# ---- design 1 ----
Figure 1. Signal wires on met1 (design 1).
Supply wires on this layer in gray.
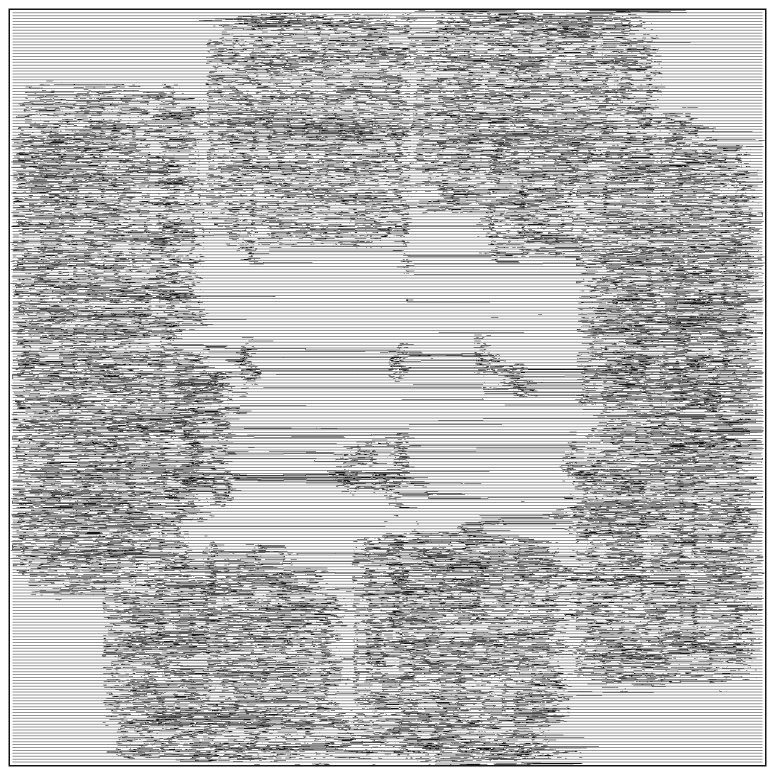

## config.mk

```make
export PLATFORM = sky130hd
export DESIGN_NAME = systolic_deskew_out
export DESIGN_NICKNAME = d
export VERILOG_FILES = /design/src/rtl/systolic_deskew_out.sv
export SDC_FILE = /design/constraint.sdc
export NUM_CORES = 2
export LEC_CHECK = 0
export CELL_PAD_IN_SITES_DETAIL_PLACEMENT = 1
export CELL_PAD_IN_SITES_GLOBAL_PLACEMENT = 2
export CORE_MARGIN = 2
export CORE_UTILIZATION = 35
export CTS_BUF_LIST = sky130_fd_sc_hd__clkbuf_8
export CTS_CLUSTER_SIZE = 40
export DETAILED_ROUTE_END_ITERATION = 16
export PLACE_DENSITY = 0.66
export SYNTH_ARGS = -nofsm -noshare
export SYNTH_HDL_FRONTEND = slang
export SYNTH_SLANG_ARGS = --single-unit
```

## constraint.sdc

```tcl
create_clock -name clock -period 7.1 [get_ports clock]
set_clock_uncertainty 0.2 [all_clocks]
set_input_delay 2.13 -clock clock [delete_from_list [all_inputs] [get_ports clock]]
set_output_delay 2.13 -clock clock [all_outputs]
set_load 0.1 [all_outputs]
```

## src/rtl/systolic_deskew_out.sv

```systemverilog
// Realigns skewed MAC-array column results into whole rows
// and streams them out on a valid/ready interface.
module systolic_deskew_out #(
  parameter  int MAC_WIDTH  = 8,
  parameter  int ACC_WIDTH  = 32,
  parameter  int ROWS       = MAC_WIDTH,
  parameter  int FIFO_DEPTH = 2*MAC_WIDTH,
  localparam int IW = (ROWS > 1) ? $clog2(ROWS) : 1
) (
  input  logic                           clock,
  input  logic                           reset,
  input  logic                           clear,
  input  logic [MAC_WIDTH*ACC_WIDTH-1:0] col_data_in,
  input  logic [MAC_WIDTH-1:0]           col_valid_in,
  output logic [MAC_WIDTH*ACC_WIDTH-1:0] row_data_out,
  output logic                           row_valid,
  input  logic                           row_ready,
  output logic [IW-1:0]                  row_index,
  output logic                           row_last,
  output logic                           tile_done,
  output logic                           overflow,
  output logic                           busy
);

  localparam int PW = $clog2(FIFO_DEPTH);
  localparam int CW = PW + 1;

  logic [ACC_WIDTH-1:0] mem [MAC_WIDTH][FIFO_DEPTH];
  logic [PW-1:0]        wr_ptr [MAC_WIDTH];
  logic [PW-1:0]        rd_ptr [MAC_WIDTH];
  logic [CW-1:0]        count [MAC_WIDTH];

  logic [MAC_WIDTH-1:0] nonempty;
  logic [MAC_WIDTH-1:0] full;
  logic [MAC_WIDTH-1:0] push;
  logic [MAC_WIDTH-1:0] drop;
  logic                 load;
  logic                 accept;
  logic                 at_last;

  always_comb begin
    nonempty = '0;
    full     = '0;
    for (int c = 0; c < MAC_WIDTH; c++) begin
      nonempty[c] = (count[c] != '0);
      full[c]     = (count[c] == CW'(FIFO_DEPTH));
    end
  end

  assign load    = (&nonempty) && (!row_valid || row_ready);
  assign accept  = row_valid && row_ready;
  assign at_last = (row_index == IW'(ROWS-1));

  // A full column still takes a push when the same cycle pops it.
  always_comb begin
    push = '0;
    drop = '0;
    for (int c = 0; c < MAC_WIDTH; c++) begin
      push[c] = col_valid_in[c] && (!full[c] || load);
      drop[c] = col_valid_in[c] && full[c] && !load;
    end
  end

  always_comb begin
    busy = row_valid || (|nonempty);
  end

  assign row_last = row_valid && at_last;

  always_ff @(posedge clock) begin
    for (int c = 0; c < MAC_WIDTH; c++) begin
      if (push[c] && !clear)
        mem[c][wr_ptr[c]] <= col_data_in[c*ACC_WIDTH +: ACC_WIDTH];
    end
  end

  always_ff @(posedge clock or negedge reset) begin
    if (!reset) begin
      for (int c = 0; c < MAC_WIDTH; c++) begin
        wr_ptr[c] <= '0;
        rd_ptr[c] <= '0;
        count[c]  <= '0;
      end
      row_data_out <= '0;
      row_valid    <= 1'b0;
      row_index    <= '0;
      tile_done    <= 1'b0;
      overflow     <= 1'b0;
    end else if (clear) begin
      for (int c = 0; c < MAC_WIDTH; c++) begin
        wr_ptr[c] <= '0;
        rd_ptr[c] <= '0;
        count[c]  <= '0;
      end
      row_data_out <= '0;
      row_valid    <= 1'b0;
      row_index    <= '0;
      tile_done    <= 1'b0;
      overflow     <= 1'b0;
    end else begin
      tile_done <= accept && at_last;
      if (|drop)
        overflow <= 1'b1;
      if (accept)
        row_index <= at_last ? '0 : row_index + 1'b1;
      if (load) begin
        row_valid <= 1'b1;
        for (int c = 0; c < MAC_WIDTH; c++)
          row_data_out[c*ACC_WIDTH +: ACC_WIDTH] <= mem[c][rd_ptr[c]];
      end else if (accept) begin
        row_valid <= 1'b0;
      end
      for (int c = 0; c < MAC_WIDTH; c++) begin
        if (push[c])
          wr_ptr[c] <= wr_ptr[c] + 1'b1;
        if (load)
          rd_ptr[c] <= rd_ptr[c] + 1'b1;
        count[c] <= count[c] + CW'(push[c]) - CW'(load);
      end
    end
  end

endmodule

```

# ---- design 2 ----
<file path="src/rtl/pipe_generator.sv">
// Source stage of the pipe-column shift chain: emits one 15-row column per move
// tick. Runs of empty columns alternate with pipe columns, and each pipe has a
// pseudo-random gap. Column generation freezes while game_over is high.
module pipe_generator #(
    parameter int          ROWS      = 15,
    parameter int          TICK_DIV  = 176,
    parameter int          PIPE_W    = 2,
    parameter int          SPACE_W   = 4,
    parameter int          GAP_H     = 4,
    parameter int          MIN_EDGE  = 1,
    parameter logic [15:0] LFSR_SEED = 16'hACE1
) (
    input  logic            clk,
    input  logic            reset,
    input  logic            start,
    input  logic            game_over,
    output logic [ROWS-1:0] pipe_out,
    output logic            move_tick,
    output logic            pipe_spawn,
    output logic [3:0]      gap_row
);

    localparam int RANGE   = ROWS - GAP_H - 2*MIN_EDGE + 1;
    localparam int CNT_MAX = (PIPE_W > SPACE_W) ? PIPE_W : SPACE_W;
    localparam int CNT_W   = $clog2(CNT_MAX + 1);
    localparam int TC_W    = (TICK_DIV > 1) ? $clog2(TICK_DIV) : 1;

    // Reject parameter sets that cannot produce a legal pipe column
    if (PIPE_W < 1 || SPACE_W < 1 || GAP_H < 1 || MIN_EDGE < 0) begin : g_chk_widths
        $error("pipe_generator: PIPE_W, SPACE_W, GAP_H must be >= 1 and MIN_EDGE >= 0");
    end
    if (GAP_H + 2*MIN_EDGE > ROWS) begin : g_chk_fit
        $error("pipe_generator: GAP_H + 2*MIN_EDGE must not exceed ROWS");
    end
    if (ROWS - GAP_H - MIN_EDGE > 15 || ROWS > 16) begin : g_chk_rows
        $error("pipe_generator: gap_row must fit in 4 bits");
    end
    if (TICK_DIV < 2) begin : g_chk_tick
        $error("pipe_generator: TICK_DIV must be >= 2");
    end
    if (LFSR_SEED == 16'h0000) begin : g_chk_seed
        $error("pipe_generator: LFSR_SEED must be non-zero");
    end

    typedef enum logic [1:0] {
        S_IDLE,
        S_SPACE,
        S_PIPE
    } state_t;

    state_t           r_state, w_state_nxt;
    logic [CNT_W-1:0] r_col_cnt, w_col_cnt_nxt;
    logic [ROWS-1:0]  r_pipe_out, w_pipe_out_nxt;
    logic [3:0]       r_gap_row, w_gap_row_nxt;
    logic             r_spawn, w_spawn_nxt;
    logic [15:0]      r_lfsr, w_lfsr_nxt;
    logic [TC_W-1:0]  r_tick_cnt;

    logic             w_tick;
    logic             w_accept;
    logic [15:0]      w_lfsr_step;
    logic [3:0]       w_gap;
    logic [ROWS-1:0]  w_pattern;

    assign w_tick      = (r_tick_cnt == TC_W'(TICK_DIV - 1));
    assign w_accept    = w_tick & ~game_over & (r_state != S_IDLE);
    assign w_lfsr_step = {1'b0, r_lfsr[15:1]} ^ (r_lfsr[0] ? 16'hB400 : 16'h0000);
    assign w_gap       = 4'(MIN_EDGE + (int'(r_lfsr[7:0]) % RANGE));
    assign w_pattern   = ~(ROWS'((1 << GAP_H) - 1) << w_gap);

    // Free-running move-tick divider, unaffected by state or game_over
    always_ff @(posedge clk) begin
        if (reset) begin
            r_tick_cnt <= '0;
        end else if (w_tick) begin
            r_tick_cnt <= '0;
        end else begin
            r_tick_cnt <= r_tick_cnt + TC_W'(1);
        end
    end

    // State, column counter, emitted column, gap and LFSR registers
    always_ff @(posedge clk) begin
        if (reset) begin
            r_state    <= S_IDLE;
            r_col_cnt  <= '0;
            r_pipe_out <= '0;
            r_gap_row  <= '0;
            r_spawn    <= 1'b0;
            r_lfsr     <= LFSR_SEED;
        end else begin
            r_state    <= w_state_nxt;
            r_col_cnt  <= w_col_cnt_nxt;
            r_pipe_out <= w_pipe_out_nxt;
            r_gap_row  <= w_gap_row_nxt;
            r_spawn    <= w_spawn_nxt;
            r_lfsr     <= w_lfsr_nxt;
        end
    end

    // Next-state logic; SPACE->PIPE emits the first pipe column on the same tick
    always_comb begin
        w_state_nxt    = r_state;
        w_col_cnt_nxt  = r_col_cnt;
        w_pipe_out_nxt = r_pipe_out;
        w_gap_row_nxt  = r_gap_row;
        w_spawn_nxt    = 1'b0;
        w_lfsr_nxt     = r_lfsr;
        case (r_state)
            S_IDLE: begin
                if (!game_over) begin
                    w_lfsr_nxt = w_lfsr_step;
                    if (start) begin
                        w_state_nxt   = S_SPACE;
                        w_col_cnt_nxt = '0;
                    end
                end
            end
            S_SPACE: begin
                if (w_accept) begin
                    w_lfsr_nxt = w_lfsr_step;
                    if (r_col_cnt == CNT_W'(SPACE_W)) begin
                        w_state_nxt    = S_PIPE;
                        w_pipe_out_nxt = w_pattern;
                        w_gap_row_nxt  = w_gap;
                        w_spawn_nxt    = 1'b1;
                        w_col_cnt_nxt  = CNT_W'(1);
                    end else begin
                        w_pipe_out_nxt = '0;
                        w_col_cnt_nxt  = r_col_cnt + CNT_W'(1);
                    end
                end
            end
            S_PIPE: begin
                if (w_accept) begin
                    w_lfsr_nxt = w_lfsr_step;
                    if (r_col_cnt == CNT_W'(PIPE_W)) begin
                        w_state_nxt    = S_SPACE;
                        w_pipe_out_nxt = '0;
                        w_col_cnt_nxt  = CNT_W'(1);
                    end else begin
                        w_col_cnt_nxt  = r_col_cnt + CNT_W'(1);
                    end
                end
            end
            default: begin
                w_state_nxt = S_IDLE;
            end
        endcase
    end

    assign pipe_out   = r_pipe_out;
    assign move_tick  = w_tick;
    assign pipe_spawn = r_spawn;
    assign gap_row    = r_gap_row;

endmodule
</file>
<file path="config.mk">
export PLATFORM = sky130hd
export DESIGN_NAME = pipe_generator
export DESIGN_NICKNAME = d
export VERILOG_FILES = /design/src/rtl/pipe_generator.sv
export SDC_FILE = /design/constraint.sdc
export NUM_CORES = 1
export LEC_CHECK = 0
export ABC_AREA = 1
export CORE_ASPECT_RATIO = 0.9
export CORE_UTILIZATION = 30
export DETAILED_ROUTE_END_ITERATION = 10
export GPL_TIMING_DRIVEN = 0
export PLACE_DENSITY = 0.58
export SETUP_SLACK_MARGIN = 0.2
export SYNTH_ARGS = -nofsm -noshare
export SYNTH_HDL_FRONTEND = slang
export SYNTH_SLANG_ARGS = --single-unit
</file>
<file path="constraint.sdc">
create_clock -name clk -period 11.6 [get_ports clk]
set_input_delay 1.16 -clock clk [delete_from_list [all_inputs] [get_ports clk]]
set_output_delay 1.16 -clock clk [all_outputs]
set_load 0.03 [all_outputs]
</file>
# ---- design 3 ----
$ cat src/rtl/irda_sir_codec_pkg.sv
// irda_sir_codec_pkg: shared parameter defaults, encoder state encoding and counter sizing
package irda_sir_codec_pkg;
    localparam int DEF_BIT_CLKS    = 432;
    localparam int DEF_PULSE_CLKS  = 81;
    localparam int DEF_GLITCH_CLKS = 4;
    localparam int DEF_IDLE_CELLS  = 10;
    localparam int DEF_ECHO_CLKS   = 432;

    typedef enum logic {TX_IDLE = 1'b0, TX_ACTIVE = 1'b1} tx_state_t;

    function automatic int cw(input int n);
        return (n < 2) ? 1 : $clog2(n);
    endfunction
endpackage

$ cat src/rtl/irda_sir_rx.sv
// irda_sir_rx: IrDA SIR decoder -- synchronizer, glitch filter, bit-cell stretch and echo blanking
module irda_sir_rx import irda_sir_codec_pkg::*; #(
    parameter int BIT_CLKS    = DEF_BIT_CLKS,
    parameter int GLITCH_CLKS = DEF_GLITCH_CLKS,
    parameter int ECHO_CLKS   = DEF_ECHO_CLKS
) (
    input  logic clk,
    input  logic nreset,
    input  logic en,
    input  logic ir_rx,
    input  logic tx_busy,
    output logic rxd
);
    localparam int SW = cw(BIT_CLKS);
    localparam int GW = cw(GLITCH_CLKS);
    localparam int EW = cw(ECHO_CLKS);

    logic [1:0]    sync;
    logic [GW-1:0] low_cnt;
    logic [EW-1:0] echo_cnt;
    logic [SW-1:0] str_cnt;
    logic          hit, acc, echo_on, low_done, blank;

    // hit marks a pulse already consumed (accepted or blanked) until the line returns high
    assign low_done = !sync[1] && low_cnt == GW'(GLITCH_CLKS - 1) && !hit;
    assign blank    = tx_busy || echo_on;

    always_ff @(posedge clk or negedge nreset) begin
        if (!nreset) begin
            sync     <= 2'b11;
            low_cnt  <= '0;
            hit      <= 1'b0;
            acc      <= 1'b0;
            echo_on  <= 1'b0;
            echo_cnt <= '0;
            str_cnt  <= '0;
            rxd      <= 1'b1;
        end else begin
            sync <= {sync[0], ir_rx};
            if (!en) begin
                low_cnt  <= '0;
                hit      <= 1'b0;
                acc      <= 1'b0;
                echo_on  <= 1'b0;
                echo_cnt <= '0;
                str_cnt  <= '0;
                rxd      <= 1'b1;
            end else begin
                low_cnt <= sync[1] ? '0 : (low_cnt == GW'(GLITCH_CLKS - 1)) ? low_cnt : low_cnt + 1'b1;
                hit     <= sync[1] ? 1'b0 : (hit || low_done);
                acc     <= low_done && !blank;
                if (tx_busy) begin
                    echo_on  <= 1'b1;
                    echo_cnt <= EW'(ECHO_CLKS - 1);
                end else if (echo_on) begin
                    if (echo_cnt == '0) echo_on <= 1'b0;
                    else echo_cnt <= echo_cnt - 1'b1;
                end
                if (acc) begin
                    rxd     <= 1'b0;
                    str_cnt <= SW'(BIT_CLKS - 1);
                end else if (!rxd) begin
                    if (str_cnt == '0) rxd <= 1'b1;
                    else str_cnt <= str_cnt - 1'b1;
                end
            end
        end
    end
endmodule

$ cat src/rtl/irda_sir_codec.sv
// irda_sir_codec: IrDA SIR encoder (NRZ txd -> 3/16-bit IR pulses) with the irda_sir_rx decoder
module irda_sir_codec import irda_sir_codec_pkg::*; #(
    parameter int BIT_CLKS    = DEF_BIT_CLKS,
    parameter int PULSE_CLKS  = DEF_PULSE_CLKS,
    parameter int GLITCH_CLKS = DEF_GLITCH_CLKS,
    parameter int IDLE_CELLS  = DEF_IDLE_CELLS,
    parameter int ECHO_CLKS   = DEF_ECHO_CLKS
) (
    input  logic clk,
    input  logic nreset,
    input  logic en,
    input  logic txd,
    output logic ir_tx,
    input  logic ir_rx,
    output logic rxd,
    output logic tx_busy
);
    localparam int CW = cw(BIT_CLKS);
    localparam int PW = cw(PULSE_CLKS);
    localparam int HW = cw(IDLE_CELLS);

    tx_state_t     state;
    logic          txd_q, start_fall, cell_start;
    logic [CW-1:0] cell_cnt;
    logic [PW-1:0] pulse_cnt;
    logic [HW-1:0] hi_cnt;

    assign start_fall = state == TX_IDLE && txd_q && !txd;
    assign cell_start = start_fall || (state == TX_ACTIVE && cell_cnt == CW'(BIT_CLKS - 1));
    assign tx_busy    = state == TX_ACTIVE;

    always_ff @(posedge clk or negedge nreset) begin
        if (!nreset) begin
            state     <= TX_IDLE;
            txd_q     <= 1'b1;
            cell_cnt  <= '0;
            pulse_cnt <= '0;
            hi_cnt    <= '0;
            ir_tx     <= 1'b0;
        end else if (!en) begin
            state     <= TX_IDLE;
            txd_q     <= txd;
            cell_cnt  <= '0;
            pulse_cnt <= '0;
            hi_cnt    <= '0;
            ir_tx     <= 1'b0;
        end else begin
            txd_q <= txd;
            if (cell_start) begin
                cell_cnt <= '0;
                if (!txd) begin
                    state  <= TX_ACTIVE;
                    hi_cnt <= '0;
                end else if (hi_cnt == HW'(IDLE_CELLS - 1)) begin
                    state  <= TX_IDLE;
                    hi_cnt <= '0;
                end else begin
                    hi_cnt <= hi_cnt + 1'b1;
                end
            end else if (state == TX_ACTIVE) begin
                cell_cnt <= cell_cnt + 1'b1;
            end
            // pulse length is fixed at its start; txd is only looked at on cell starts
            if (cell_start && !txd) begin
                ir_tx     <= 1'b1;
                pulse_cnt <= PW'(PULSE_CLKS - 1);
            end else if (ir_tx) begin
                if (pulse_cnt == '0) ir_tx <= 1'b0;
                else pulse_cnt <= pulse_cnt - 1'b1;
            end
        end
    end

    irda_sir_rx #(
        .BIT_CLKS   (BIT_CLKS),
        .GLITCH_CLKS(GLITCH_CLKS),
        .ECHO_CLKS  (ECHO_CLKS)
    ) u_rx (
        .clk    (clk),
        .nreset (nreset),
        .en     (en),
        .ir_rx  (ir_rx),
        .tx_busy(tx_busy),
        .rxd    (rxd)
    );
endmodule

$ cat config.mk
export PLATFORM = sky130hd
export DESIGN_NAME = irda_sir_codec
export DESIGN_NICKNAME = d
export VERILOG_FILES = /design/src/rtl/irda_sir_codec_pkg.sv /design/src/rtl/irda_sir_rx.sv /design/src/rtl/irda_sir_codec.sv
export SDC_FILE = /design/constraint.sdc
export NUM_CORES = 1
export LEC_CHECK = 0
export CAP_MARGIN = 20
export CORE_MARGIN = 1
export CORE_UTILIZATION = 45
export CTS_BUF_LIST = sky130_fd_sc_hd__clkbuf_8
export DETAILED_ROUTE_END_ITERATION = 16
export HOLD_SLACK_MARGIN = 0.12
export PLACE_DENSITY_LB_ADDON = 0.12
export SETUP_SLACK_MARGIN = 0.05
export SYNTH_ARGS = -nofsm -noshare
export SYNTH_HDL_FRONTEND = slang
export SYNTH_SLANG_ARGS = --single-unit
$ cat constraint.sdc
create_clock -name clk -period 2 [get_ports clk]
set_clock_uncertainty 0.2 [all_clocks]
set_input_delay 0.4 -clock clk [delete_from_list [all_inputs] [get_ports clk]]
set_output_delay 0.4 -clock clk [all_outputs]
set_load 0.02 [all_outputs]

## Gallery

Metal 3.
Plate I
Scale bar: 20 um. Cells faint in the background.
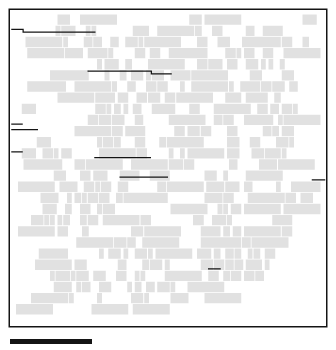
Plate II
Scale bar: 200 um. Cells faint in the background.
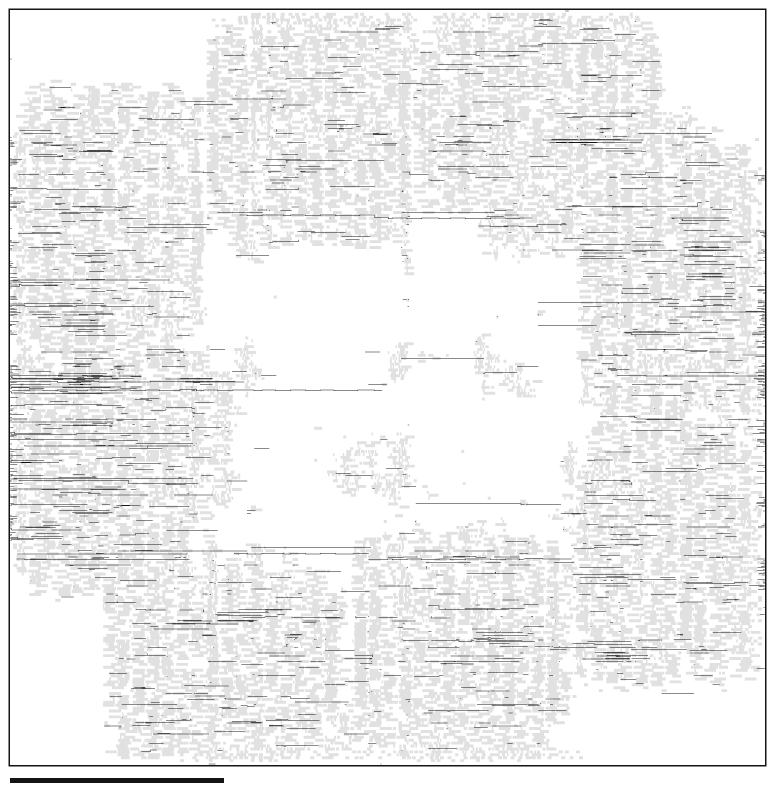
Plate III
Scale bar: 20 um. Cells faint in the background.
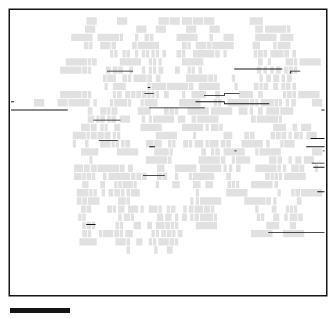
- design 3 = Plate I
- design 2 = Plate III
- design 1 = Plate II
- smallest die: Plate I
- largest die: Plate II

Figure 2. Clock routing (design 2).
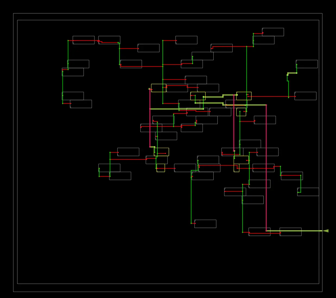
clock tree sinks: 49
FFs & Latches: 49

==> impl_metrics.json, design 2 <==
{
  "fp-utilization": 0.312,
  "cp_num_cells": 26,
  "clkSlewWorstSetupHoldPaths_ns": 0.10,
  "diodes": 0,
  "yosys.cell_count.top_type": "nand2_1",
  "top_layer": "met4",
  "yosysSeqAreaShare": 0.342,
  "fin_cells": 561,
  "synth_flops": 49,
  "syn_inst": 408,
  "grt_util_met1": 0.177,
  "fin_skew_ns": 0.0127,
  "clock.fmax_mhz": 230,
  "critPathLaunchType": "flop",
  "synthAoiAreaFrac": 0.166,
  "grt_max_degree": 17,
  "ys_warn_count": 0,
  "yosys-top-cells-count": "nand2_1 (96), dfxtp_1 (49), inv_1 (44), a21oi_1 (36), nand3_1 (33)",
  "synthesis.nets": 428,
  "inv_count": 50,
  "yosysTopAreaCellShare": 0.342,
  "port_buffers": 23,
  "crit_type": "reg2reg",
  "dpl_cell_area_um2": 3250,
  "cp_common_cell": "nand2_1",
  "setup.worst_path.start": "r_lfsr[6]",
  "worst_slack_ns": 7.25,
  "synth_cell_types": 33,
  "regMostFlops": "r_lfsr",
  "final_cell_mix": "nand2_1 (96), dfxtp_1 (49), inv_1 (44), a21oi_1 (36), nand3_1 (33)",
  "timing.hold.ws_ns": 0.471,
  "fin_util": 0.363,
  "tightest_slew_ns": 1.09,
  "cts-buffers-inserted": 5,
  "critPathTopFamily": "simple AND/OR/NAND/NOR gates",
  "overflow": 0,
  "dp.final_hpwl_mm": 4.73,
  "met3_usage": 0.0262,
  "dp_cells": 553,
  "status": "completed",
  "crit_buf_inv": 3,
  "grt_pass1_wl_mm": 10.8,
  "ys_sh_xor": 0.0244,
  "setup_tns_ns": 0,
  "async_flop_share": 0,
  "final_cell_area_um2": 3340,
  "fin_crit_sh": 0.375,
  "holdPathEnd": "pipe_out[5]",
  "routed-wl-met3_um": 170,
  "synth_top_cell_by_area": "dfxtp_1",
  "whs_path_depth": 2,
  "hold_violations": 0,
  "area_leaders": "dfxtp_1 (34%), nand2_1 (13%), ha_1 (7.0%)",
  "cts_resized": 0,
  "r2r_start": "r_lfsr[6]"
}
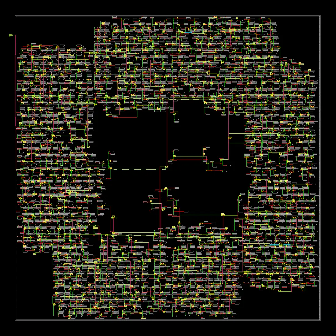
Figure 3: design 1, clock routing.
clk ins delay skew pair: 1.26 ns
FFs & Latches: 4462
clock tree sinks: 4462
TritonCTS Buffers: 736

## Picture notes: Figure 1
main direction = horizontal
wire length on this layer = 194 mm
share of all routed wire = 43%

==> impl_metrics.json, design 1 <==
{
  "status": "completed",
  "cts_hold_buf": 0,
  "clkSlewWorstSetupHoldPaths_ns": 0.07,
  "root_buffer": "clkbuf_8",
  "dieWidth_um": 704,
  "worst_slack_ns": 0.489,
  "gp_congestion": 0.751,
  "synthFlopType": "edfxtp_1",
  "met1_length_mm": 194,
  "ys_sh_simple": 0.0263,
  "area_leaders": "edfxtp_1 (72%), mux4_2 (12%), dfrtp_1 (5.3%)",
  "fin_cells": 16400,
  "synthAoiAreaFrac": 0.0467,
  "drt_pre_antenna_iters": 7,
  "whs_path_depth": 2,
  "wl_met2_mm": 227,
  "num_rows": 257,
  "wl_per_cell_um": 27.9,
  "grt.total_usage": 0.181,
  "reg2reg_to": "mem[0][291]",
  "final_antenna_net_count": 0,
  "cp.arrival_ns": 4.28
}
Figure 4. Clock routing (design 3).
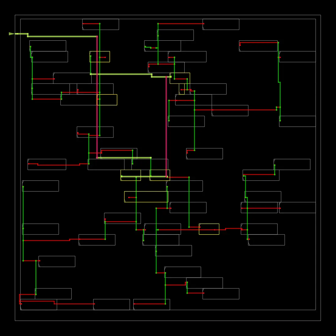
TritonCTS Buffers: 5
# clk buffers: 6
clock tree sinks: 49

==> impl_metrics.json, design 3 <==
{
  "status": "completed",
  "adder_share": 0.0394,
  "dp.final_hpwl_mm": 3.33,
  "fin_cells": 357,
  "dp_cells": 344,
  "reg2reg_to": "u_rx.str_cnt[0]",
  "io_pins": 8,
  "fin_crit_sh": 0.992,
  "ff_latch_area_um2": 1230,
  "yosysSeqAreaShare": 0.484,
  "critPathLaunchType": "flop",
  "async_flop_share": 1.00,
  "flops": 49,
  "tightest_slew_ns": 0.395,
  "logic_gates": 175,
  "area_leaders": "dfrtp_1 (44%), dfstp_2 (4.1%), ha_1 (3.9%)",
  "layout_top_cell": "dfrtp_1",
  "sh_seq_area": 0.393,
  "cts_setup_buffers": 3,
  "ys_warn_count": 0,
  "antenna_found_initial": 0,
  "hold_violations": 0,
  "hold_start": "u_rx.sync[0]",
  "openroad.warnings": 30,
  "grt_most_used_layer": "met2",
  "yosysTopAreaCellShare": 0.443,
  "hold_class": "reg2reg",
  "buf_share": 0.104,
  "routed-wl-met3_um": 83,
  "coreArea_um2": 5470,
  "grt_max_degree": 43,
  "final_cell_area_um2": 3140,
  "fp.dieH_um": 77.2,
  "area_dominant_class": "logic gates",
  "yosys-stat-cells": 248,
  "place_ws_ns": -0.0681,
  "ys_sh_xor": 0.0620,
  "num_rows": 27,
  "fin_crit_ns": 1.98,
  "fp-utilization": 0.465,
  "yosys.cell_count.top_type": "dfrtp_1",
  "num-fill-cells": 503,
  "holdPathEnd": "u_rx.sync[1]",
  "overflow": 0,
  "met3_usage": 0.0357,
  "clkCellAreaFrac": 0.0371,
  "syn_inst": 248,
  "edf_count": 0,
  "gp_congestion": 0.812,
  "port_buffers": 7,
  "synthTopLogicFamily": "simple AND/OR/NAND/NOR gates"
}

# ---- design 4 ----
<file path="src/rtl/trace_request_queue.sv">
// Trace command queue feeding a cache controller through a registered request stage.
// Define TRQ_STATS_EN to build the read/write/snoop handshake counters; otherwise they read 0.
module trace_request_queue #(
  parameter int ADDR_W   = 32,
  parameter int DEPTH    = 8,
  parameter int OFFSET_W = 6,
  parameter int INDEX_W  = 14
) (
  input  logic                               clk,
  input  logic                               rst_n,
  input  logic                               cmd_valid,
  output logic                               cmd_ready,
  input  logic [3:0]                         cmd_code,
  input  logic [ADDR_W-1:0]                  cmd_addr,
  output logic                               req_valid,
  input  logic                               req_ready,
  output logic [2:0]                         req_op,
  output logic                               req_snoop,
  output logic [ADDR_W-INDEX_W-OFFSET_W-1:0] req_tag,
  output logic [INDEX_W-1:0]                 req_index,
  output logic [OFFSET_W-1:0]                req_offset,
  input  logic                               ctrl_busy,
  output logic                               clear_pulse,
  output logic                               print_pulse,
  output logic                               bad_cmd,
  output logic [31:0]                        rd_cnt,
  output logic [31:0]                        wr_cnt,
  output logic [31:0]                        snoop_cnt
);

  // state     | meaning
  // RUN       | stream codes 0-6 from the FIFO head into the request register
  // CTRL_WAIT | code 8/9 at head; wait for request register empty and controller idle
  // CTRL_FIRE | clear/print strobe high this cycle; head popped at the next edge

  localparam int TAG_W = ADDR_W - INDEX_W - OFFSET_W;
  localparam int PTR_W = $clog2(DEPTH);
  localparam int CNT_W = PTR_W + 1;
  localparam logic [CNT_W:0] OCC_FULL = (CNT_W+1)'(DEPTH);

  typedef enum logic [1:0] {RUN, CTRL_WAIT, CTRL_FIRE} state_t;

  state_t            state;
  logic [3:0]        code_mem [DEPTH];
  logic [ADDR_W-1:0] addr_mem [DEPTH];
  logic [PTR_W-1:0]  wr_ptr;
  logic [PTR_W-1:0]  rd_ptr;
  logic [CNT_W-1:0]  count;
  logic [CNT_W:0]    occ;
  logic [3:0]        head_code;
  logic [ADDR_W-1:0] head_addr;
  logic              cmd_legal;
  logic              accept;
  logic              push;
  logic              pop;
  logic              fifo_empty;
  logic              head_req;
  logic              head_ctrl;
  logic              load;
  logic              fire_ok;

  // The presented request counts against capacity, so DEPTH commands in total can be held.
  assign occ        = {1'b0, count} + {{CNT_W{1'b0}}, req_valid};
  assign cmd_ready  = (occ < OCC_FULL);
  assign cmd_legal  = (cmd_code <= 4'd6) || (cmd_code == 4'd8) || (cmd_code == 4'd9);
  assign accept     = cmd_valid && cmd_ready;
  assign push       = accept && cmd_legal;
  assign fifo_empty = (count == '0);
  assign head_code  = code_mem[rd_ptr];
  assign head_addr  = addr_mem[rd_ptr];
  assign head_req   = !fifo_empty && !head_code[3];
  assign head_ctrl  = !fifo_empty && head_code[3];
  assign load       = (state == RUN) && head_req && (!req_valid || req_ready);
  assign fire_ok    = (state == CTRL_WAIT) && !req_valid && !ctrl_busy;
  assign pop        = load || (state == CTRL_FIRE);

  always_ff @(posedge clk) begin
    if (push) begin
      code_mem[wr_ptr] <= cmd_code;
      addr_mem[wr_ptr] <= cmd_addr;
    end
  end

  always_ff @(posedge clk or negedge rst_n) begin
    if (!rst_n) begin
      wr_ptr  <= '0;
      rd_ptr  <= '0;
      count   <= '0;
      bad_cmd <= 1'b0;
    end else begin
      if (push) wr_ptr <= wr_ptr + PTR_W'(1);
      if (pop)  rd_ptr <= rd_ptr + PTR_W'(1);
      case ({push, pop})
        2'b10:   count <= count + CNT_W'(1);
        2'b01:   count <= count - CNT_W'(1);
        default: count <= count;
      endcase
      if (accept && !cmd_legal) bad_cmd <= 1'b1;
    end
  end

  always_ff @(posedge clk or negedge rst_n) begin
    if (!rst_n) begin
      state       <= RUN;
      req_valid   <= 1'b0;
      req_op      <= '0;
      req_snoop   <= 1'b0;
      req_tag     <= '0;
      req_index   <= '0;
      req_offset  <= '0;
      clear_pulse <= 1'b0;
      print_pulse <= 1'b0;
    end else begin
      clear_pulse <= 1'b0;
      print_pulse <= 1'b0;
      if (load) begin
        req_valid  <= 1'b1;
        req_op     <= head_code[2:0];
        req_snoop  <= (head_code[2:0] >= 3'd3);
        req_tag    <= head_addr[ADDR_W-1 -: TAG_W];
        req_index  <= head_addr[OFFSET_W +: INDEX_W];
        req_offset <= head_addr[OFFSET_W-1:0];
      end else if (req_ready) begin
        req_valid <= 1'b0;
      end
      case (state)
        RUN: begin
          if (head_ctrl) state <= CTRL_WAIT;
        end
        CTRL_WAIT: begin
          if (fire_ok) begin
            state       <= CTRL_FIRE;
            clear_pulse <= !head_code[0];
            print_pulse <= head_code[0];
          end
        end
        CTRL_FIRE: state <= RUN;
        default:   state <= RUN;
      endcase
    end
  end

`ifdef TRQ_STATS_EN
  logic hs;
  logic clear_now;

  assign hs        = req_valid && req_ready;
  // Counters clear on the same edge that raises clear_pulse; no handshake can coincide with it.
  assign clear_now = fire_ok && !head_code[0];

  function automatic logic [31:0] sat_inc(input logic [31:0] v);
    return (&v) ? v : v + 32'd1;
  endfunction

  always_ff @(posedge clk or negedge rst_n) begin
    if (!rst_n) begin
      rd_cnt    <= '0;
      wr_cnt    <= '0;
      snoop_cnt <= '0;
    end else if (clear_now) begin
      rd_cnt    <= '0;
      wr_cnt    <= '0;
      snoop_cnt <= '0;
    end else if (hs) begin
      if (req_snoop)           snoop_cnt <= sat_inc(snoop_cnt);
      else if (req_op == 3'd1) wr_cnt    <= sat_inc(wr_cnt);
      else                     rd_cnt    <= sat_inc(rd_cnt);
    end
  end
`else
  assign rd_cnt    = '0;
  assign wr_cnt    = '0;
  assign snoop_cnt = '0;
`endif

endmodule

</file>
<file path="config.mk">
export PLATFORM = sky130hd
export DESIGN_NAME = trace_request_queue
export DESIGN_NICKNAME = d
export VERILOG_FILES = /design/src/rtl/trace_request_queue.sv
export SDC_FILE = /design/constraint.sdc
export NUM_CORES = 1
export LEC_CHECK = 0
export CORE_MARGIN = 2
export CORE_UTILIZATION = 33
export CTS_CLUSTER_SIZE = 8
export DETAILED_ROUTE_END_ITERATION = 8
export PLACE_DENSITY = 0.6
export SKIP_CTS_REPAIR_TIMING = 1
export SLEW_MARGIN = 15
export SYNTH_ARGS = -nofsm -noshare
export SYNTH_HDL_FRONTEND = slang
export SYNTH_SLANG_ARGS = --single-unit
</file>
<file path="constraint.sdc">
create_clock -name clk -period 4.62 [get_ports clk]
set_clock_uncertainty 0.1 [all_clocks]
set_input_delay 0.924 -clock clk [delete_from_list [all_inputs] [get_ports clk]]
set_output_delay 0.924 -clock clk [all_outputs]
set_load 0.02 [all_outputs]
</file>
# ---- design 5 ----
$ cat src/rtl/uart_pkg.sv
// Purpose: shared types and constants for the UART transmit-side arbitration slice.
// Latency: n/a (types, constants and a pure helper function only).
// Backpressure: n/a.
package uart_pkg;

    typedef enum logic {IDLE, BUSY} arb_state_t;

    localparam int BYTE_W  = 8;
    localparam int GRANT_W = 3;

    // Circular index base+k reduced modulo n. Callers keep base < n and
    // 1 <= k <= n, so a single conditional subtract is enough.
    function automatic int rr_index(input int base, input int k, input int n);
        int s;
        s = base + k;
        if (s >= n) begin
            s = s - n;
        end
        return s;
    endfunction

endpackage

$ cat src/rtl/uart_tx_arbiter_rr_pick.sv
// Purpose: combinational round-robin selector, scans circularly from last_grant+1.
// Latency: 0 cycles (pure combinational).
// Backpressure: none; the caller decides when the pick is taken.
//
// Ports:
//   req        in  NREQ     request vector
//   last_grant in  GRANT_W  most recently finished requester (lowest priority)
//   any        out 1        at least one request is set
//   pick_idx   out GRANT_W  winning requester, zero-extended; 0 when !any
module rr_pick
    import uart_pkg::*;
#(
    parameter int NREQ = 3
) (
    input  logic [NREQ-1:0]    req,
    input  logic [GRANT_W-1:0] last_grant,
    output logic               any,
    output logic [GRANT_W-1:0] pick_idx
);

    // Walk the circular distance from the farthest candidate (k = NREQ, which is
    // last_grant itself) down to the nearest (k = 1). The last assignment made
    // is the nearest requesting index, so no early exit is needed.
    always_comb begin
        any      = 1'b0;
        pick_idx = '0;
        for (int k = NREQ; k >= 1; k--) begin
            for (int i = 0; i < NREQ; i++) begin
                if (req[i] && (i == rr_index(int'(last_grant), k, NREQ))) begin
                    any      = 1'b1;
                    pick_idx = GRANT_W'(i);
                end
            end
        end
    end

endmodule

$ cat src/rtl/uart_tx_arbiter.sv
// Purpose: shares one uart_tx between NREQ byte streams, round-robin per message.
// Latency: request to grant 1 cycle; granted bytes pass through combinationally.
// Backpressure: tx_ready flows straight back to the granted req_ready; others wait.
//
// Ports:
//   clk, rst               CLOCK_50 domain, synchronous active-high reset
//   req_valid/data/last    per-requester byte stream (data at [i*8 +: 8])
//   req_ready              byte of requester i accepted this cycle
//   tx_data/valid/ready    handshake towards uart_tx
//   busy, grant_id         grant held / current or most recent grant index
//   sent_count             bytes accepted by uart_tx, wraps modulo 2^16
//   abort_count            grants revoked by gap timeout, saturates at 255
module uart_tx_arbiter
    import uart_pkg::*;
#(
    parameter int NREQ    = 3,
    parameter int GAP_MAX = 50_000_000
) (
    input  logic                     clk,
    input  logic                     rst,
    input  logic [NREQ-1:0]          req_valid,
    input  logic [BYTE_W*NREQ-1:0]   req_data,
    input  logic [NREQ-1:0]          req_last,
    output logic [NREQ-1:0]          req_ready,
    output logic [BYTE_W-1:0]        tx_data,
    output logic                     tx_valid,
    input  logic                     tx_ready,
    output logic                     busy,
    output logic [GRANT_W-1:0]       grant_id,
    output logic [15:0]              sent_count,
    output logic [7:0]               abort_count
);

    localparam int GAP_W = (GAP_MAX > 1) ? $clog2(GAP_MAX) : 1;
    localparam logic [GAP_W-1:0] GAP_LAST = GAP_W'(GAP_MAX - 1);

    arb_state_t          state_q;
    arb_state_t          state_d;
    logic [GRANT_W-1:0]  grant_q;
    logic [GRANT_W-1:0]  last_grant_q;
    logic [GAP_W-1:0]    gap_cnt_q;
    logic [15:0]         sent_q;
    logic [7:0]          abort_q;

    logic                sel_vld;
    logic                sel_last;
    logic [BYTE_W-1:0]   sel_dat;
    logic                pick_any;
    logic [GRANT_W-1:0]  pick_idx;
    logic                in_busy;
    logic                accept;
    logic                gap_tick;
    logic                timeout;
    logic                done;

    rr_pick #(
        .NREQ       (NREQ)
    ) u_rr_pick (
        .req        (req_valid),
        .last_grant (last_grant_q),
        .any        (pick_any),
        .pick_idx   (pick_idx)
    );

    // Mux out the granted requester's lane.
    always_comb begin
        sel_vld  = 1'b0;
        sel_last = 1'b0;
        sel_dat  = '0;
        for (int i = 0; i < NREQ; i++) begin
            if (grant_q == GRANT_W'(i)) begin
                sel_vld  = req_valid[i];
                sel_last = req_last[i];
                sel_dat  = req_data[i*BYTE_W +: BYTE_W];
            end
        end
    end

    assign in_busy  = (state_q == BUSY);
    assign accept   = in_busy && sel_vld && tx_ready;
    // The gap only counts while the requester has nothing to offer; a byte
    // waiting on a busy uart_tx is not a stall of the requester.
    assign gap_tick = in_busy && !sel_vld;
    assign timeout  = gap_tick && (gap_cnt_q == GAP_LAST);
    assign done     = (accept && sel_last) || timeout;

    // ---------------- FSM: state register ----------------
    always_ff @(posedge clk) begin
        if (rst) begin
            state_q <= IDLE;
        end else begin
            state_q <= state_d;
        end
    end

    // ---------------- FSM: next state ----------------
    always_comb begin
        state_d = state_q;
        case (state_q)
            IDLE:    if (pick_any) state_d = BUSY;
            BUSY:    if (done)     state_d = IDLE;
            default: state_d = IDLE;
        endcase
    end

    // ---------------- FSM: outputs ----------------
    always_comb begin
        busy      = in_busy;
        tx_valid  = in_busy && sel_vld;
        tx_data   = in_busy ? sel_dat : '0;
        req_ready = '0;
        for (int i = 0; i < NREQ; i++) begin
            req_ready[i] = in_busy && (grant_q == GRANT_W'(i))
                           && req_valid[i] && tx_ready;
        end
    end

    // ---------------- grant, gap timer and statistics ----------------
    always_ff @(posedge clk) begin
        if (rst) begin
            grant_q      <= '0;
            last_grant_q <= GRANT_W'(NREQ - 1);
            gap_cnt_q    <= '0;
            sent_q       <= '0;
            abort_q      <= '0;
        end else begin
            if ((state_q == IDLE) && pick_any) begin
                grant_q   <= pick_idx;
                gap_cnt_q <= '0;
            end

            if (accept) begin
                sent_q    <= sent_q + 16'd1;
                gap_cnt_q <= '0;
            end else if (timeout) begin
                gap_cnt_q <= '0;
            end else if (gap_tick) begin
                gap_cnt_q <= gap_cnt_q + 1'b1;
            end

            // The finishing requester becomes lowest priority for the next pick.
            if (done) begin
                last_grant_q <= grant_q;
            end

            if (timeout && (abort_q != 8'hFF)) begin
                abort_q <= abort_q + 8'd1;
            end
        end
    end

    assign grant_id    = grant_q;
    assign sent_count  = sent_q;
    assign abort_count = abort_q;

endmodule

$ cat config.mk
export PLATFORM = sky130hd
export DESIGN_NAME = uart_tx_arbiter
export DESIGN_NICKNAME = d
export VERILOG_FILES = /design/src/rtl/uart_pkg.sv /design/src/rtl/uart_tx_arbiter_rr_pick.sv /design/src/rtl/uart_tx_arbiter.sv
export SDC_FILE = /design/constraint.sdc
export NUM_CORES = 1
export LEC_CHECK = 0
export ABC_AREA = 1
export CAP_MARGIN = 20
export CORE_UTILIZATION = 28
export DETAILED_ROUTE_END_ITERATION = 10
export GPL_TIMING_DRIVEN = 0
export SETUP_SLACK_MARGIN = 0.15
export SYNTH_ARGS = -nofsm -noshare
export SYNTH_HDL_FRONTEND = slang
export SYNTH_SLANG_ARGS = --single-unit
$ cat constraint.sdc
create_clock -name clk -period 1.6 [get_ports clk]
set_clock_uncertainty 0.15 [all_clocks]
set_input_delay 0.4 -clock clk [delete_from_list [all_inputs] [get_ports clk]]
set_output_delay 0.4 -clock clk [all_outputs]
set_load 0.02 [all_outputs]

==> gallery <==
The metal 4 layer.
Supply wires on this layer in gray. Cells faint in the background.
picture 1
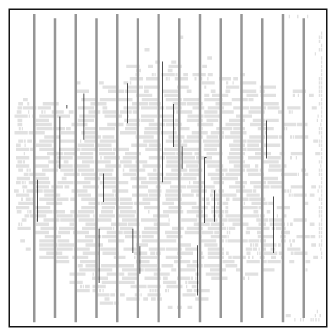
picture 2
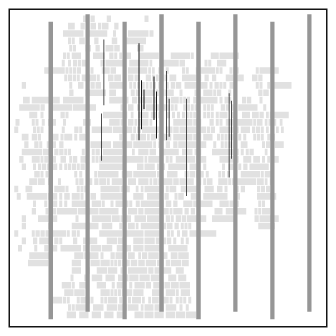
picture 1 -> design 4
picture 2 -> design 5

Figure 5. Clock routing (design 5).
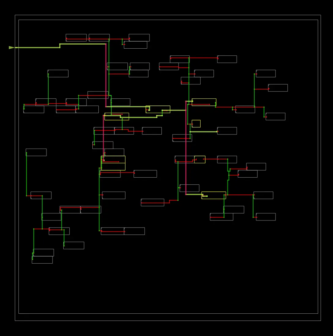
clock tree sinks: 55
# clk buffers: 6
TritonCTS Buffers: 5

Figure 6. The metal 2 layer (design 5).
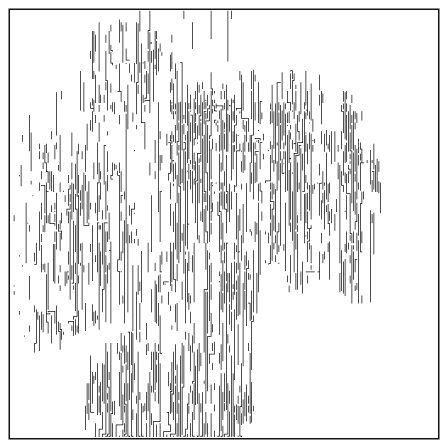
share of all routed wire = 50%
longest straight run = 35.0 um
wire length on this layer = 6260 um
main direction = vertical
nets with wire on the layer = 660

==> impl_metrics.json, design 5 <==
{
  "violations": "setup timing",
  "dieWidth_um": 116,
  "clkCellAreaFrac": 0.0287,
  "grt.total_usage": 0.188,
  "drt-initial-drc-count": 233,
  "wl_per_cell_um": 13.8,
  "wl_met2_mm": 6.26,
  "synthAoiAreaFrac": 0.0831,
  "final_cell_area_um2": 5930,
  "critPathLaunchType": "flop",
  "critPathTopFamily": "buffers and inverters",
  "synthTopLogicFamily": "simple AND/OR/NAND/NOR gates",
  "cp-end-kind": "flop",
  "setup_violations": 67,
  "met1_length_mm": 5.27,
  "grt_pass1_vias": 4189,
  "antenna_found_initial": 0,
  "flops": 55,
  "yosys-stat-cells": 607,
  "ys_sh_xor": 0.0192,
  "setup.worst_path.start": "grant_id[1]",
  "largest_register_ff_count": 26,
  "status": "finished, violations left",
  "pwr-share-clk": 0.308,
  "cp.arrival_ns": 2.06,
  "fin_crit_ns": 2.01,
  "vias_per_cell": 4.95,
  "drc": 0,
  "die-area_um2": 13500,
  "dp_cells": 850,
  "total_power_w": 0.00409,
  "port_buffers": 71,
  "cp_data_required_time_ns": 1.65,
  "num-fill-cells": 1217,
  "logic_gates": 476,
  "syn2layout_area_growth_pct": 62.7,
  "r2r_cells": 13,
  "synth_flops": 55,
  "power_density_nw_per_um2": 690,
  "maxCapViolations": 0,
  "crit_type": "reg2reg",
  "power.leakage_nw": 2.36,
  "cts_resized": 284,
  "dpl_cell_area_um2": 4780,
  "comb_cell_power_w": 0.00142,
  "p_sw_w": 0.00129,
  "ys_sh_simple": 0.483,
  "diodes": 0,
  "cts_hold_buf": 0,
  "pwr-share-comb": 0.346,
  "worst_slack_ns": -0.411,
  "met3_usage": 0.0324,
  "wl_mm": 12.4
}
Figure 7. Signal wires on met1 (design 4).
Supply wires on this layer in gray.
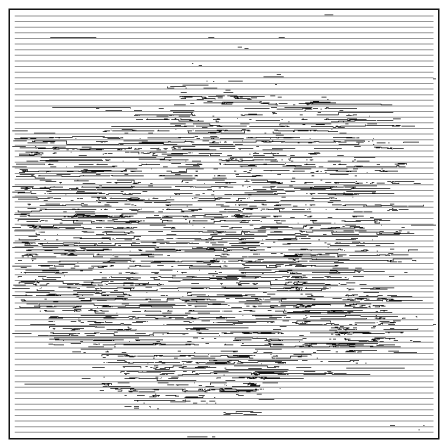
main direction = horizontal
nets with wire on the layer = 747
share of all routed wire = 46%
longest straight run = 55.7 um
wire length on this layer = 12000 um

Figure 8. Clock routing (design 4).
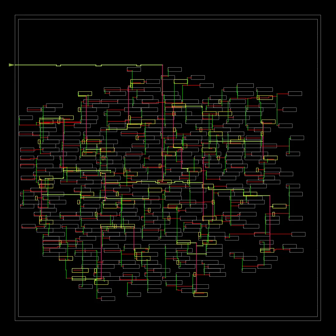
clk ins delay skew pair: 0.53 ns
clk pwr: 0.00327 W
clock tree sinks: 340

==> impl_metrics.json, design 4 <==
{
  "grtUsageMet2": 0.202,
  "dpl_cell_area_um2": 14800,
  "root_buffer": "clkbuf_16",
  "vias_per_cell": 4.54,
  "place_ws_ns": 0.690,
  "setup_violations": 0,
  "wl_mm": 26.4,
  "slew_violations": 0,
  "synthAoiAreaFrac": 0.0179,
  "clock.fmax_mhz": 295,
  "setup.worst_path.start": "cmd_code[3]",
  "layout_top_cell": "edfxtp_1",
  "critPathLaunchType": "input port",
  "met1_length_mm": 12.0,
  "nClkBuffers": 87,
  "logic_gates": 337,
  "dp.final_hpwl_mm": 15.6,
  "layout-drive-gt1-share": 0.178,
  "netlist_area_um2": 13600,
  "fin_crit_sh": 0.733,
  "fin_crit_ns": 3.38,
  "vdd_ir_drop_max_mv": 0.317,
  "status": "completed",
  "power_density_nw_per_um2": 617,
  "timing.hold.ws_ns": 0.314,
  "postSynthAreaPerCell_um2": 19.1,
  "grt.total_usage": 0.127,
  "sequentialPowerShare": 0.398,
  "sh_seq_area": 0.615,
  "buf_share": 0.0592,
  "slowest_delay_ns": 0.61,
  "vias": 6355,
  "top_regs": "addr_mem (256), code_mem (32), req_index (14)",
  "grt_max_degree": 73,
  "mi_logic_area_um2": 3160,
  "grt_most_used_layer": "met2",
  "io_pins": 178,
  "hold_violations": 0,
  "area_leaders": "edfxtp_1 (64%), mux4_2 (12%), dfrtp_1 (9.6%)",
  "cp_cell_sequence": "clkdlybuf4s50_1, a21o_1, a22oi_1, nor2b_1, inv_1, ha_1, ha_1, a21o_1, a21oi_1, xnor2_1, nor2_1, xor2_1",
  "rsz0062_at_grt": "no",
  "fp.dieH_um": 207,
  "yosys_area_um2": 13600,
  "grt_util_met1": 0.180,
  "num-fill-cells": 3669,
  "diodes": 0,
  "maxCapViolations": 0,
  "largest_register_ff_count": 256,
  "fp-utilization": 0.333,
  "htree_num_levels": 2,
  "synth_top_cell_by_area": "edfxtp_1",
  "drt-initial-drc-count": 344,
  "dieWidth_um": 207,
  "overflow": 0,
  "mux_share": 0.149,
  "yosys.cell_count.top_type": "edfxtp_1",
  "pg_seq_w": 0.00397,
  "num_rows": 74,
  "final_cell_mix": "edfxtp_1 (288), conb_1 (96), clkdlybuf4s50_1 (80), mux4_2 (71)",
  "r2r_slack_ns": 1.52,
  "edf_count": 288,
  "syn2layout_area_growth_pct": 19.1
}


==> gallery <==
Signal wires on met1.
Supply wires on this layer in gray.
shot_01.png
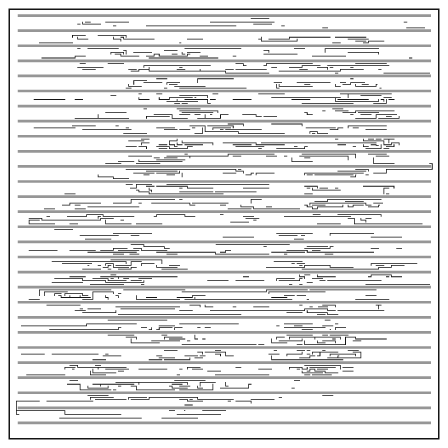
shot_02.png
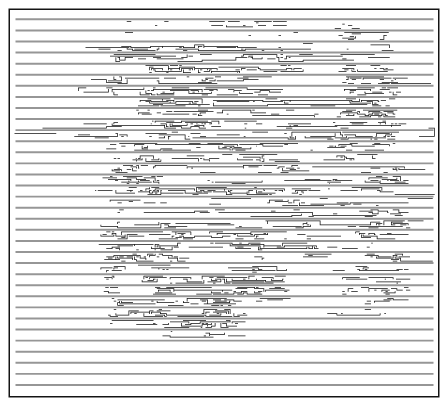
shot_03.png
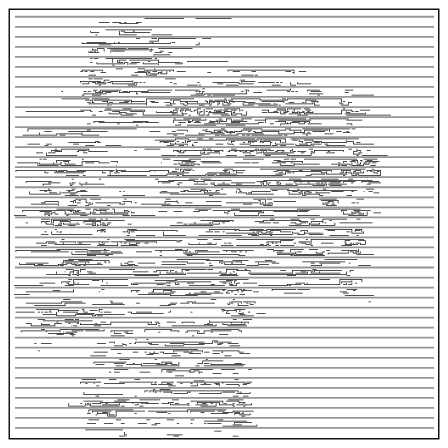
shot_03.png is design 5.
shot_02.png is design 2.
shot_01.png is design 3.

No activity file was given, so power comes from the tool's default toggle rates.
